# ---- instr_dcd_burst ----
==> instr_dcd_burst/io_fan.png <==
Scale: 6 px per um.
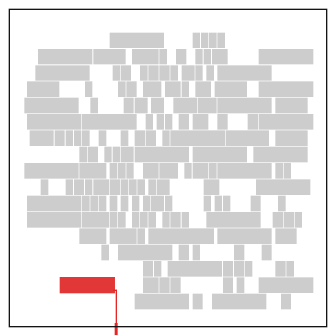

**src/rtl/instr_dcd_pkg.sv**
```systemverilog
// instr_dcd_pkg: shared state encoding and command-byte layout for instr_dcd_burst
package instr_dcd_pkg;
  typedef enum logic [1:0] {IDLE, WR_DATA, RD_LOAD, RD_SHIFT} state_e;
  localparam int CMD_WR_BIT = 7;
  localparam int CMD_BURST_BIT = 6;
  localparam logic [7:0] RD_FILL_DEF = 8'h00;
endpackage

```
**src/rtl/instr_addr_ctr.sv**
```systemverilog
// instr_addr_ctr: register address counter with load, wrapping increment and range flags
module instr_addr_ctr #(
  parameter int ADDR_W = 6,
  parameter int ADDR_LIMIT = 64
) (
  input  logic              clk,
  input  logic              rst_n,
  input  logic              load,
  input  logic [ADDR_W-1:0] load_addr,
  input  logic              inc,
  output logic [ADDR_W-1:0] addr,
  output logic              oor,
  output logic              ld_oor,
  output logic              inc_oor
);
  localparam logic [ADDR_W:0] LIM = (ADDR_W+1)'(ADDR_LIMIT);
  localparam logic [ADDR_W-1:0] LAST = ADDR_W'(ADDR_LIMIT - 1);
  logic [ADDR_W-1:0] addr_q, addr_d, addr_inc;
  always_comb begin
    addr_inc = (addr_q == LAST) ? '0 : addr_q + 1'b1;
    addr_d = load ? load_addr : inc ? addr_inc : addr_q;
  end
  always_ff @(posedge clk or negedge rst_n)
    if (!rst_n) addr_q <= '0;
    else addr_q <= addr_d;
  // range flags are offered for the candidate addresses so the decoder never loops through addr_d
  assign addr = addr_q;
  assign oor = {1'b0, addr_q} >= LIM;
  assign ld_oor = {1'b0, load_addr} >= LIM;
  assign inc_oor = {1'b0, addr_inc} >= LIM;
endmodule

```
**src/rtl/instr_dcd_burst.sv**
```systemverilog
// instr_dcd_burst: SPI command decoder issuing single/burst register reads and writes.
// Define INSTR_DCD_ERR_EN to add the sticky err flag with err/err_clr ports.
module instr_dcd_burst
  import instr_dcd_pkg::*;
#(
  parameter int ADDR_W = 6,
  parameter int ADDR_LIMIT = 64,
  parameter logic [7:0] RD_FILL = RD_FILL_DEF
) (
  input  logic              clk,
  input  logic              rst_n,
  input  logic              byte_sync,
  input  logic              frame_end,
  input  logic [7:0]        data_in,
  output logic [7:0]        data_out,
  output logic              read,
  output logic              write,
  output logic [ADDR_W-1:0] addr,
  input  logic [7:0]        data_read,
  output logic [7:0]        data_write,
`ifdef INSTR_DCD_ERR_EN
  output logic              err,
  input  logic              err_clr,
`endif
  output logic              busy
);
  state_e state_q, state_d;
  logic burst_q, burst_d, read_q, read_d, write_q, write_d, busy_q, busy_d;
  logic [7:0] data_out_q, data_out_d, data_write_q, data_write_d;
  logic load, inc, oor, ld_oor, inc_oor;

  instr_addr_ctr #(.ADDR_W(ADDR_W), .ADDR_LIMIT(ADDR_LIMIT)) u_ctr (
    .clk(clk), .rst_n(rst_n), .load(load), .load_addr(data_in[ADDR_W-1:0]), .inc(inc),
    .addr(addr), .oor(oor), .ld_oor(ld_oor), .inc_oor(inc_oor)
  );

  always_comb begin
    state_d = state_q;
    burst_d = burst_q;
    read_d = 1'b0;
    write_d = 1'b0;
    load = 1'b0;
    inc = 1'b0;
    data_out_d = data_out_q;
    data_write_d = data_write_q;
    case (state_q)
      IDLE: if (byte_sync && !frame_end) begin
        load = 1'b1;
        burst_d = data_in[CMD_BURST_BIT];
        state_d = data_in[CMD_WR_BIT] ? WR_DATA : RD_LOAD;
        read_d = !data_in[CMD_WR_BIT] && !ld_oor;
      end
      WR_DATA: begin
        // burst address advances in the strobe cycle, after the write has used it
        inc = write_q && burst_q;
        if (byte_sync) begin
          write_d = !oor;
          data_write_d = data_in;
          state_d = (burst_q && !frame_end) ? WR_DATA : IDLE;
        end else if (frame_end) state_d = IDLE;
      end
      RD_LOAD: begin
        data_out_d = oor ? RD_FILL : data_read;
        state_d = frame_end ? IDLE : RD_SHIFT;
      end
      RD_SHIFT: if (frame_end) state_d = IDLE;
        else if (byte_sync) begin
          inc = burst_q;
          read_d = burst_q && !inc_oor;
          state_d = burst_q ? RD_LOAD : IDLE;
        end
      default: state_d = IDLE;
    endcase
    busy_d = state_d != IDLE;
  end

  always_ff @(posedge clk or negedge rst_n)
    if (!rst_n) begin
      state_q <= IDLE;
      burst_q <= 1'b0;
      read_q <= 1'b0;
      write_q <= 1'b0;
      busy_q <= 1'b0;
      data_out_q <= 8'h00;
      data_write_q <= 8'h00;
    end else begin
      state_q <= state_d;
      burst_q <= burst_d;
      read_q <= read_d;
      write_q <= write_d;
      busy_q <= busy_d;
      data_out_q <= data_out_d;
      data_write_q <= data_write_d;
    end

  assign read = read_q;
  assign write = write_q;
  assign busy = busy_q;
  assign data_out = data_out_q;
  assign data_write = data_write_q;

`ifdef INSTR_DCD_ERR_EN
  logic err_q, err_d, wr_seen_q, wr_seen_d, err_set;
  always_comb begin
    err_set = (state_q == IDLE && byte_sync && !frame_end && !data_in[CMD_WR_BIT] && ld_oor)
           || (state_q == WR_DATA && byte_sync && oor)
           || (state_q == WR_DATA && frame_end && !byte_sync && !wr_seen_q)
           || (state_q == RD_SHIFT && byte_sync && !frame_end && burst_q && inc_oor);
    wr_seen_d = (state_q == IDLE) ? 1'b0 : wr_seen_q || (state_q == WR_DATA && byte_sync);
    err_d = err_set || (err_q && !err_clr);
  end
  always_ff @(posedge clk or negedge rst_n)
    if (!rst_n) begin
      err_q <= 1'b0;
      wr_seen_q <= 1'b0;
    end else begin
      err_q <= err_d;
      wr_seen_q <= wr_seen_d;
    end
  assign err = err_q;
`endif
endmodule

```
**config.mk**
```make
export PLATFORM = sky130hd
export DESIGN_NAME = instr_dcd_burst
export DESIGN_NICKNAME = d
export VERILOG_FILES = /design/src/rtl/instr_dcd_pkg.sv /design/src/rtl/instr_addr_ctr.sv /design/src/rtl/instr_dcd_burst.sv
export SDC_FILE = /design/constraint.sdc
export NUM_CORES = 1
export LEC_CHECK = 0
export ABC_AREA = 1
export CORE_MARGIN = 2
export CORE_UTILIZATION = 60
export CTS_CLUSTER_SIZE = 30
export DETAILED_ROUTE_END_ITERATION = 8
export DONT_BUFFER_PORTS = 1
export PLACE_DENSITY = 0.8
export SETUP_SLACK_MARGIN = 0.3
export SYNTH_ARGS = -nofsm -noshare
export SYNTH_HDL_FRONTEND = slang
export SYNTH_HIERARCHICAL = 1
export SYNTH_SLANG_ARGS = --single-unit
```
**constraint.sdc**
```tcl
create_clock -name clk -period 2.67 [get_ports clk]
set_input_delay 0.534 -clock clk [delete_from_list [all_inputs] [get_ports clk]]
set_output_delay 0.534 -clock clk [all_outputs]
set_load 0.02 [all_outputs]
```
# ---- cfg_seq_master ----
$ cat src/rtl/cfg_seq_master.sv
// cfg_seq_master: register-interface initiator. It writes a configuration
// table to a CSR target, writes the execute strobe, then polls the status
// register until bit 0 (done) is set.
//
// Ports:
//   clk_i, rst_ni             clock, asynchronous active-low reset
//   start_i                   start pulse (ignored while busy_o)
//   tbl_idx_o                 table read index
//   tbl_addr_i/tbl_data_i     combinational table entry at tbl_idx_o
//   tbl_last_i                entry at tbl_idx_o is the final one
//   reg_req_o / reg_rsp_i     register bus request / response
//   busy_o, done_o, error_o   status (done_o pulses, error_o is sticky)
//   wr_count_o                table writes accepted in current/last run
//
// Optional build macro: CFG_SEQ_TIMEOUT_EN bounds POLL to POLL_TIMEOUT reads.

typedef struct packed {
  logic [31:0] addr;
  logic        write;
  logic [31:0] wdata;
  logic [3:0]  wstrb;
  logic        valid;
} cfg_seq_req_t;

typedef struct packed {
  logic [31:0] rdata;
  logic        error;
  logic        ready;
} cfg_seq_rsp_t;

module cfg_seq_master #(
  parameter type         reg_req_t    = cfg_seq_req_t,
  parameter type         reg_rsp_t    = cfg_seq_rsp_t,
  parameter int unsigned NUM_ENTRIES  = 16,
  parameter logic [31:0] EXEC_ADDR    = 32'h50,
  parameter logic [31:0] DONE_ADDR    = 32'h50,
  parameter int unsigned POLL_TIMEOUT = 1024,
  localparam int unsigned IDX_W = (NUM_ENTRIES > 1) ? $clog2(NUM_ENTRIES) : 1,
  localparam int unsigned CNT_W = $clog2(NUM_ENTRIES + 1)
) (
  input  logic              clk_i,
  input  logic              rst_ni,
  input  logic              start_i,
  output logic [IDX_W-1:0]  tbl_idx_o,
  input  logic [31:0]       tbl_addr_i,
  input  logic [31:0]       tbl_data_i,
  input  logic              tbl_last_i,
  output reg_req_t          reg_req_o,
  input  reg_rsp_t          reg_rsp_i,
  output logic              busy_o,
  output logic              done_o,
  output logic              error_o,
  output logic [CNT_W-1:0]  wr_count_o
);

  localparam logic [2:0] S_IDLE   = 3'd0;
  localparam logic [2:0] S_WRITE  = 3'd1;
  localparam logic [2:0] S_EXEC   = 3'd2;
  localparam logic [2:0] S_POLL   = 3'd3;
  localparam logic [2:0] S_FINISH = 3'd4;

  logic [2:0]       state, state_d;
  reg_req_t         req_d;
  logic [IDX_W-1:0] idx, idx_d;
  logic             cur_last, cur_last_d;
  logic             err_d;
  logic [CNT_W-1:0] cnt_d;
  logic             hs;
  logic             ent_end;
  logic             load_entry;
  logic             abort;

`ifdef CFG_SEQ_TIMEOUT_EN
  localparam int unsigned PC_W = $clog2(POLL_TIMEOUT + 1);
  logic [PC_W-1:0] poll_cnt, poll_cnt_d;
`else
  logic unused_timeout;
  assign unused_timeout = ^POLL_TIMEOUT;
`endif

  logic unused_rdata;
  assign unused_rdata = ^reg_rsp_i.rdata[31:1];

  assign hs        = reg_req_o.valid & reg_rsp_i.ready;
  assign ent_end   = tbl_last_i || (idx == IDX_W'(NUM_ENTRIES - 1));
  assign tbl_idx_o = idx;
  assign busy_o    = (state != S_IDLE);
  assign done_o    = (state == S_FINISH);

  // The table is read one entry ahead: idx points at the entry that will be
  // loaded next, and the end-of-table decision for the in-flight write is
  // captured in cur_last when that write is loaded. This lets the next write
  // follow its predecessor's handshake with no idle cycle. idx returns to 0
  // as soon as the final entry is loaded, so it reads 0 whenever IDLE.
  always_comb begin
    state_d    = state;
    req_d      = reg_req_o;
    idx_d      = idx;
    cur_last_d = cur_last;
    err_d      = error_o;
    cnt_d      = wr_count_o;
    load_entry = 1'b0;
    abort      = 1'b0;
`ifdef CFG_SEQ_TIMEOUT_EN
    poll_cnt_d = poll_cnt;
`endif
    case (state)
      S_IDLE: begin
        if (start_i) begin
          state_d    = S_WRITE;
          err_d      = 1'b0;
          cnt_d      = '0;
          load_entry = 1'b1;
        end
      end
      S_WRITE: begin
        if (hs) begin
          if (reg_rsp_i.error) begin
            abort = 1'b1;
          end else begin
            if (wr_count_o != CNT_W'(NUM_ENTRIES)) cnt_d = wr_count_o + CNT_W'(1);
            if (cur_last) begin
              state_d     = S_EXEC;
              req_d       = '0;
              req_d.addr  = EXEC_ADDR;
              req_d.write = 1'b1;
              req_d.wdata = 32'h1;
              req_d.wstrb = 4'hF;
              req_d.valid = 1'b1;
            end else begin
              load_entry = 1'b1;
            end
          end
        end
      end
      S_EXEC: begin
        if (hs) begin
          if (reg_rsp_i.error) begin
            abort = 1'b1;
          end else begin
            state_d     = S_POLL;
            req_d       = '0;
            req_d.addr  = DONE_ADDR;
            req_d.valid = 1'b1;
`ifdef CFG_SEQ_TIMEOUT_EN
            poll_cnt_d  = '0;
`endif
          end
        end
      end
      S_POLL: begin
        if (hs) begin
          if (reg_rsp_i.error) begin
            abort = 1'b1;
          end else if (reg_rsp_i.rdata[0]) begin
            state_d = S_FINISH;
            req_d   = '0;
          end else begin
`ifdef CFG_SEQ_TIMEOUT_EN
            if (poll_cnt == PC_W'(POLL_TIMEOUT - 1)) abort = 1'b1;
            else poll_cnt_d = poll_cnt + PC_W'(1);
`endif
          end
        end
      end
      S_FINISH: state_d = S_IDLE;
      default: begin
        state_d = S_IDLE;
        req_d   = '0;
        idx_d   = '0;
      end
    endcase

    if (load_entry) begin
      req_d       = '0;
      req_d.addr  = tbl_addr_i;
      req_d.write = 1'b1;
      req_d.wdata = tbl_data_i;
      req_d.wstrb = 4'hF;
      req_d.valid = 1'b1;
      cur_last_d  = ent_end;
      idx_d       = ent_end ? '0 : idx + IDX_W'(1);
    end

    if (abort) begin
      state_d = S_IDLE;
      req_d   = '0;
      idx_d   = '0;
      err_d   = 1'b1;
    end
  end

  always_ff @(posedge clk_i or negedge rst_ni) begin
    if (!rst_ni) begin
      state      <= S_IDLE;
      reg_req_o  <= '0;
      idx        <= '0;
      cur_last   <= 1'b0;
      error_o    <= 1'b0;
      wr_count_o <= '0;
`ifdef CFG_SEQ_TIMEOUT_EN
      poll_cnt   <= '0;
`endif
    end else begin
      state      <= state_d;
      reg_req_o  <= req_d;
      idx        <= idx_d;
      cur_last   <= cur_last_d;
      error_o    <= err_d;
      wr_count_o <= cnt_d;
`ifdef CFG_SEQ_TIMEOUT_EN
      poll_cnt   <= poll_cnt_d;
`endif
    end
  end

endmodule

$ cat config.mk
export PLATFORM = sky130hd
export DESIGN_NAME = cfg_seq_master
export DESIGN_NICKNAME = d
export VERILOG_FILES = /design/src/rtl/cfg_seq_master.sv
export SDC_FILE = /design/constraint.sdc
export NUM_CORES = 1
export LEC_CHECK = 0
export ABC_AREA = 1
export CAP_MARGIN = 30
export CORE_MARGIN = 5
export CORE_UTILIZATION = 41
export DETAILED_ROUTE_END_ITERATION = 8
export HOLD_SLACK_MARGIN = 0.05
export PLACE_DENSITY = 0.83
export SYNTH_ARGS = -nofsm -noshare
export SYNTH_HDL_FRONTEND = slang
export SYNTH_SLANG_ARGS = --single-unit
$ cat constraint.sdc
create_clock -name clk_i -period 1.8 [get_ports clk_i]
set_input_delay 0.45 -clock clk_i [delete_from_list [all_inputs] [get_ports clk_i]]
set_output_delay 0.45 -clock clk_i [all_outputs]
set_load 0.05 [all_outputs]
==> cfg_seq_master/placement.png <==
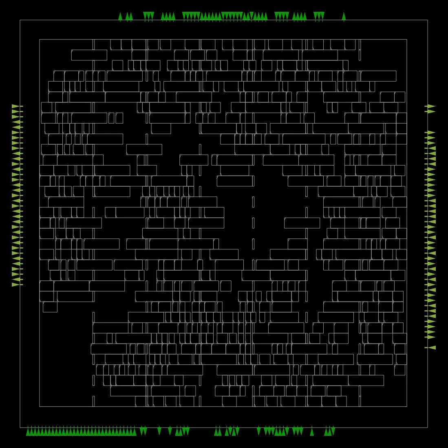
final core area utilization: 61.1%
register share of the cell area: 36.2%

==> run_results.csv, cfg_seq_master <==
group,metric,value,unit
final_timing,holdWs,0.504,ns
final_timing,max_freq,0.579,GHz
grt,grt_pass1_vias,3431,
finish,top_register,"reg_req_o",
finish,fin_nets,685,
run_status,status,"complete, no violations",
power_and_ir_drop,power_leader,"combinational cells",
final_timing,setup-violations-final,0,
finish,finalNonFillerCells,695,
grt,grt_pass1_wl,16300,um
final_timing,skew,0.0129,ns
yosys,synth.distinct_cells,24,
finish,clock_buffers,10,
worst_setup_path,crit_start,"state[0]$_DFFE_PN0P_",
grt,grt-ovfl-total,0,
power_and_ir_drop,p_comb_share,60.6,%
worst_setup_path,worstSetupStartpointType,"flop",
final_timing,hold_viol,0,
placement,port_buffers,152,
power_and_ir_drop,p_per_area,2000,nW/um^2
route,ant_nets,0,
yosys,yosys_most_used_dff,"dfrtp_1",
finish,largest_register_ffs,66,
==> instr_dcd_burst/placement.png <==
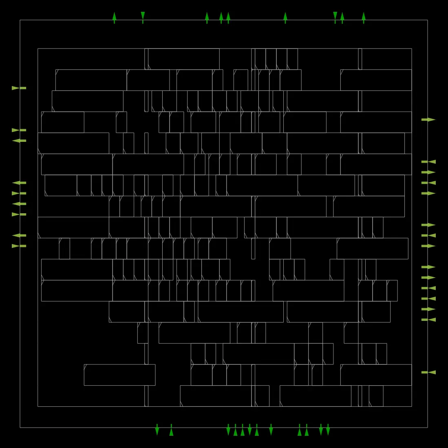
register share of the cell area: 46.7%
final core area utilization: 67.2%
seq_cells: 28
Fillers: 178
site row count: 17

==> instr_dcd_burst/sizes.png <==
Scale: 10 px per um.
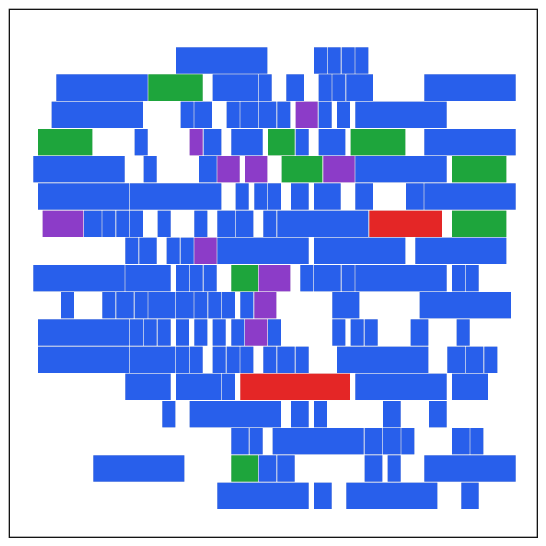
Blue shows _0 and _1 cells, cells 140, share 87%. Red shows _6 and larger, cells 2, share 1.2%. Purple shows _2 cells, cells 10, share 6.2%. Green shows _3 and _4 cells, cells 9, share 5.6%.
Final WS setup: 0.980 ns
cell area after layout: 1500 um^2

About instr_dcd_burst/io_fan.png:
Red shows busy, direction output, edge bottom, end cells 1, buffers 0, wire 6.10 um.
I/O pins: 45
Port-buffer cells: 0

==> run_results.csv, instr_dcd_burst <==
group,metric,value,unit
power_and_ir_drop,seq_cell_power,984,uW
yosys,yosys_most_used_dff,"dfrtp_1",
final_timing,hold_viol,0,
route,routedWlPerCell,14.5,um
grt,met3_usage,4.00,%
power_and_ir_drop,cellInternalPower,987,uW
power_and_ir_drop,seq_power_share,55.7,%
worst_setup_path,cp_common_cell,"inv_1",
finish,n_antenna_cell,0,
finish,comb_area,601,um^2
yosys,ys_warn_count,6,
final_timing,setup-violations-final,0,
grt,grt_max_degree,29,
placement,post-dp-hpwl,1990,um
yosys,avgSynthCellArea,8.93,um^2
route,wl_met3,132,um
yosys,synth.area.top_cells,"dfrtp_1 (49%), nand2_1 (9.0%), nand3_1 (6.0%)",
clock_tree,cts_setup_buffers,0,
yosys,common_cells,"nand2_1 (34), dfrtp_1 (28), inv_1 (21)",
grt,grt_pass1_wl,4420,um
run_status,status,"complete, no violations",
power_and_ir_drop,switching_share,44.1,%
clock_tree,htreeDepth,1,

# ---- result_demux6 ----
==> result_demux6/sizes.png <==
Scale: 6 px per um.
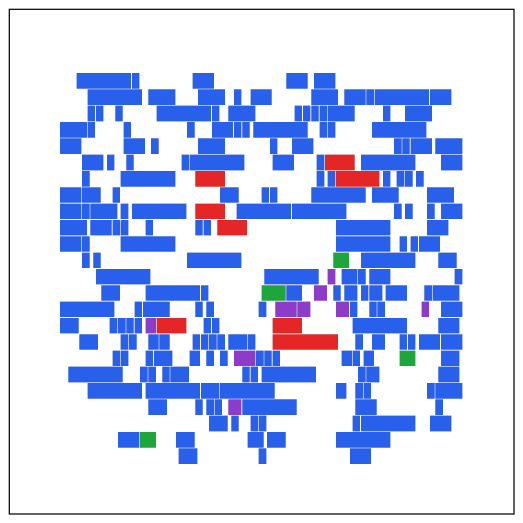
==> result_demux6/io_fan.png <==
Scale: 3 px per um.
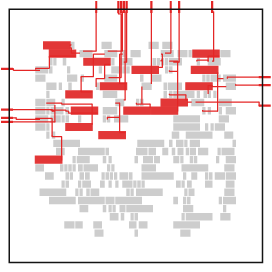
==> result_demux6/placement.png <==
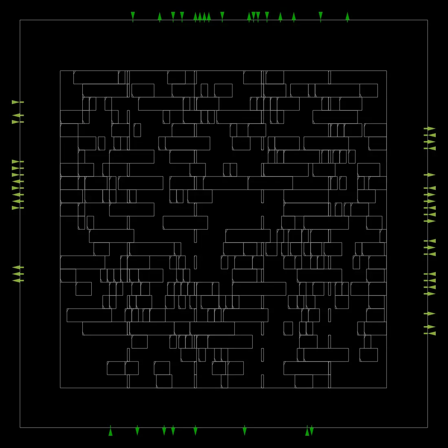
===== src/rtl/result_demux6_pkg.sv =====
// Shared types and constants for the 1-to-6 result distributor.
package result_demux6_pkg;

   typedef enum logic {
      IDLE = 1'b0,
      SEND = 1'b1
   } state_t;

   localparam int NUM_DEST = 6;
   localparam int SEL_W = 3;
   localparam logic [SEL_W-1:0] SEL_BCAST = 3'd7;

endpackage : result_demux6_pkg


===== src/rtl/result_demux6_sel_decode6.sv =====
// Destination select decoder: 3-bit select to 6-bit destination mask.
// RESULT_DEMUX6_BCAST_EN turns select 7 into a broadcast to all destinations.
module result_demux6_sel_decode6
   import result_demux6_pkg::*;
(
   input  logic [SEL_W-1:0]    i_sel,
   output logic [NUM_DEST-1:0] o_mask
);

   // Selects 5..7 alias onto destination 5, mirroring the source mux.
   always_comb begin
      o_mask = 6'b000000;
      case (i_sel)
         3'd0:      o_mask = 6'b000001;
         3'd1:      o_mask = 6'b000010;
         3'd2:      o_mask = 6'b000100;
         3'd3:      o_mask = 6'b001000;
         3'd4:      o_mask = 6'b010000;
         3'd5,
         3'd6:      o_mask = 6'b100000;
`ifdef RESULT_DEMUX6_BCAST_EN
         SEL_BCAST: o_mask = 6'b111111;
`else
         SEL_BCAST: o_mask = 6'b100000;
`endif
         default:   o_mask = 6'b000000;
      endcase
   end

endmodule : result_demux6_sel_decode6


===== src/rtl/result_demux6.sv =====
// Registered 1-to-6 result distributor with valid/ready on both sides.
// Broadcast on select 7 is enabled by RESULT_DEMUX6_BCAST_EN (see the decoder).
module result_demux6
   import result_demux6_pkg::*;
#(
   parameter int WIDTH = 16,
   parameter int CNT_W = 8
) (
   input  logic                clk,
   input  logic                rst_n,
   input  logic                in_valid,
   output logic                in_ready,
   input  logic [SEL_W-1:0]    in_sel,
   input  logic [WIDTH-1:0]    in_data,
   output logic [WIDTH-1:0]    out_data,
   output logic [NUM_DEST-1:0] out_valid,
   input  logic [NUM_DEST-1:0] out_ready,
   output logic                busy,
   output logic [CNT_W-1:0]    xfer_cnt
);

   localparam logic [CNT_W-1:0] CNT_ONE = CNT_W'(1);
   localparam logic [CNT_W-1:0] CNT_MAX = {CNT_W{1'b1}};

   state_t              r_state;
   state_t              w_state_next;
   logic [WIDTH-1:0]    r_data;
   logic [NUM_DEST-1:0] r_mask;
   logic [NUM_DEST-1:0] w_mask_next;
   logic [NUM_DEST-1:0] w_dec_mask;
   logic [NUM_DEST-1:0] w_mask_left;
   logic [CNT_W-1:0]    r_cnt;
   logic                w_accept;
   logic                w_done;

   result_demux6_sel_decode6 u_sel_decode (
      .i_sel  (in_sel),
      .o_mask (w_dec_mask)
   );

   assign w_accept    = (r_state == IDLE) && in_valid;
   assign w_mask_left = r_mask & ~out_ready;

   // Next-state and pending-mask logic; the mask is empty whenever the FSM is idle.
   always_comb begin
      w_state_next = r_state;
      w_mask_next  = r_mask;
      w_done       = 1'b0;
      case (r_state)
         IDLE: begin
            if (in_valid) begin
               w_state_next = SEND;
               w_mask_next  = w_dec_mask;
            end else begin
               w_state_next = IDLE;
               w_mask_next  = 6'b000000;
            end
         end
         SEND: begin
            w_mask_next = w_mask_left;
            if (w_mask_left == 6'b000000) begin
               w_state_next = IDLE;
               w_done       = 1'b1;
            end else begin
               w_state_next = SEND;
            end
         end
         default: begin
            w_state_next = IDLE;
            w_mask_next  = 6'b000000;
         end
      endcase
   end

   // State and pending-mask registers.
   always_ff @(posedge clk or negedge rst_n) begin
      if (!rst_n) begin
         r_state <= IDLE;
         r_mask  <= 6'b000000;
      end else begin
         r_state <= w_state_next;
         r_mask  <= w_mask_next;
      end
   end

   // Data word is captured only on the accept edge and held through idle.
   always_ff @(posedge clk or negedge rst_n) begin
      if (!rst_n) begin
         r_data <= '0;
      end else if (w_accept) begin
         r_data <= in_data;
      end
   end

   // Completed-transfer counter, saturating at all-ones.
   always_ff @(posedge clk or negedge rst_n) begin
      if (!rst_n) begin
         r_cnt <= '0;
      end else if (w_done && (r_cnt != CNT_MAX)) begin
         r_cnt <= r_cnt + CNT_ONE;
      end
   end

   assign in_ready  = (r_state == IDLE);
   assign busy      = (r_state == SEND);
   assign out_valid = r_mask;
   assign out_data  = r_data;
   assign xfer_cnt  = r_cnt;

endmodule : result_demux6

===== config.mk =====
export PLATFORM = sky130hd
export DESIGN_NAME = result_demux6
export DESIGN_NICKNAME = d
export VERILOG_FILES = /design/src/rtl/result_demux6_pkg.sv /design/src/rtl/result_demux6_sel_decode6.sv /design/src/rtl/result_demux6.sv
export SDC_FILE = /design/constraint.sdc
export NUM_CORES = 1
export LEC_CHECK = 0
export ABC_AREA = 1
export ABC_CLOCK_PERIOD_IN_PS = 1500
export CAP_MARGIN = 15
export CELL_PAD_IN_SITES_DETAIL_PLACEMENT = 0
export CELL_PAD_IN_SITES_GLOBAL_PLACEMENT = 1
export CORE_MARGIN = 8
export CORE_UTILIZATION = 30
export CTS_BUF_LIST = sky130_fd_sc_hd__clkbuf_8
export DETAILED_ROUTE_END_ITERATION = 10
export PLACE_DENSITY_LB_ADDON = 0.1
export SLEW_MARGIN = 20
export SYNTH_ARGS = -nofsm -noshare
export SYNTH_HDL_FRONTEND = slang
export SYNTH_SLANG_ARGS = --single-unit

===== constraint.sdc =====
create_clock -name clk -period 1.5 [get_ports clk]
set_input_delay 0.225 -clock clk [delete_from_list [all_inputs] [get_ports clk]]
set_output_delay 0.225 -clock clk [all_outputs]
set_load 0.02 [all_outputs]

==> run_results.csv <==
group,metric,value,unit
worst_setup_path,worstPathRequired,1.27,ns
yosys,common_cells,"nand2_1 (88), dfrtp_1 (31), inv_1 (12)",
route,wl_met3,302,um
worst_setup_path,crit_chain,"clkdlybuf4s50_1",
worst_setup_path,r2r_slack,0.13,ns
placement,dpl.cell_count,281,
power_and_ir_drop,p_per_area,1800,nW/um^2
die,nWellTaps,52,
route,via_count,1285,
worst_setup_path,worstSetupStartpointType,"flop",
die,chipArea,7040,um^2
worst_setup_path,cp.arrival,1.24,ns
worst_setup_path,r2r_cells,8,
die,initCoreUtil,31.5,%
final_timing,holdWs,0.338,ns
run_status,status,"complete, no violations",
power_and_ir_drop,switching_share,38.9,%
route,drt-pass1-iter-count,4,
yosys,ys_seq_share,56.1,%
die,die_y,83.9,um
## Picture notes: result_demux6/sizes.png
Blue shows _0 and _1 cells, cells 216, share 91%. Purple shows _2 cells, cells 9, share 3.8%. Red shows _6 and larger, cells 8, share 3.4%. Green shows _3 and _4 cells, cells 4, share 1.7%.
bufs w/o clock: 63
Final WS setup: 0.0340 ns
area grow syn2layout: 59.7%
cell area after layout: 2210 um^2

## Picture notes: result_demux6/io_fan.png
Red shows out_data, direction output, edge 9 top, 4 left, 3 right, end cells 16, buffers 16, wire 529 um.
Port-buffer cells: 59
I/O pins: 60

## Picture notes: result_demux6/placement.png
final core area utilization: 50.4%
non-filler instance count after layout: 289
core area: 4380 um^2
site row count: 24



==> gallery <==
Wiring by layer.
panel A
Scale: 4 px per um. Two of the layers only.
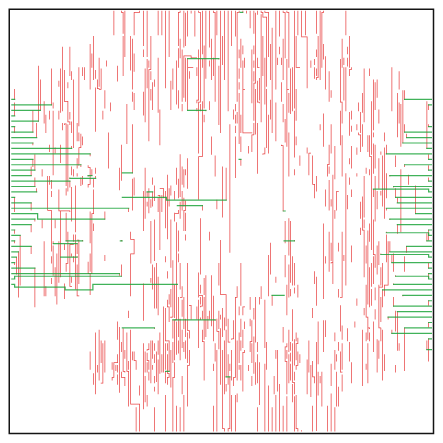
panel B
Scale: 10 px per um. Two of the layers only.
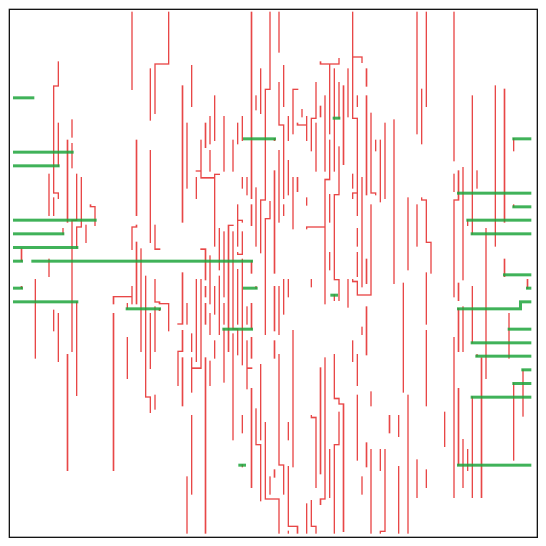
panel C
Scale: 6 px per um. Two of the layers only.
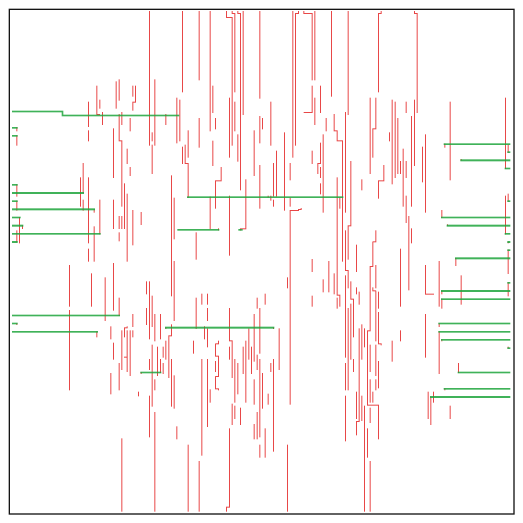
Panel B is instr_dcd_burst.
Panel C is result_demux6.
Panel A is cfg_seq_master.
- largest die: panel A

Key to panel B:
Red shows metal 2, wire length 1330 um. Green shows metal 3, wire length 133 um.

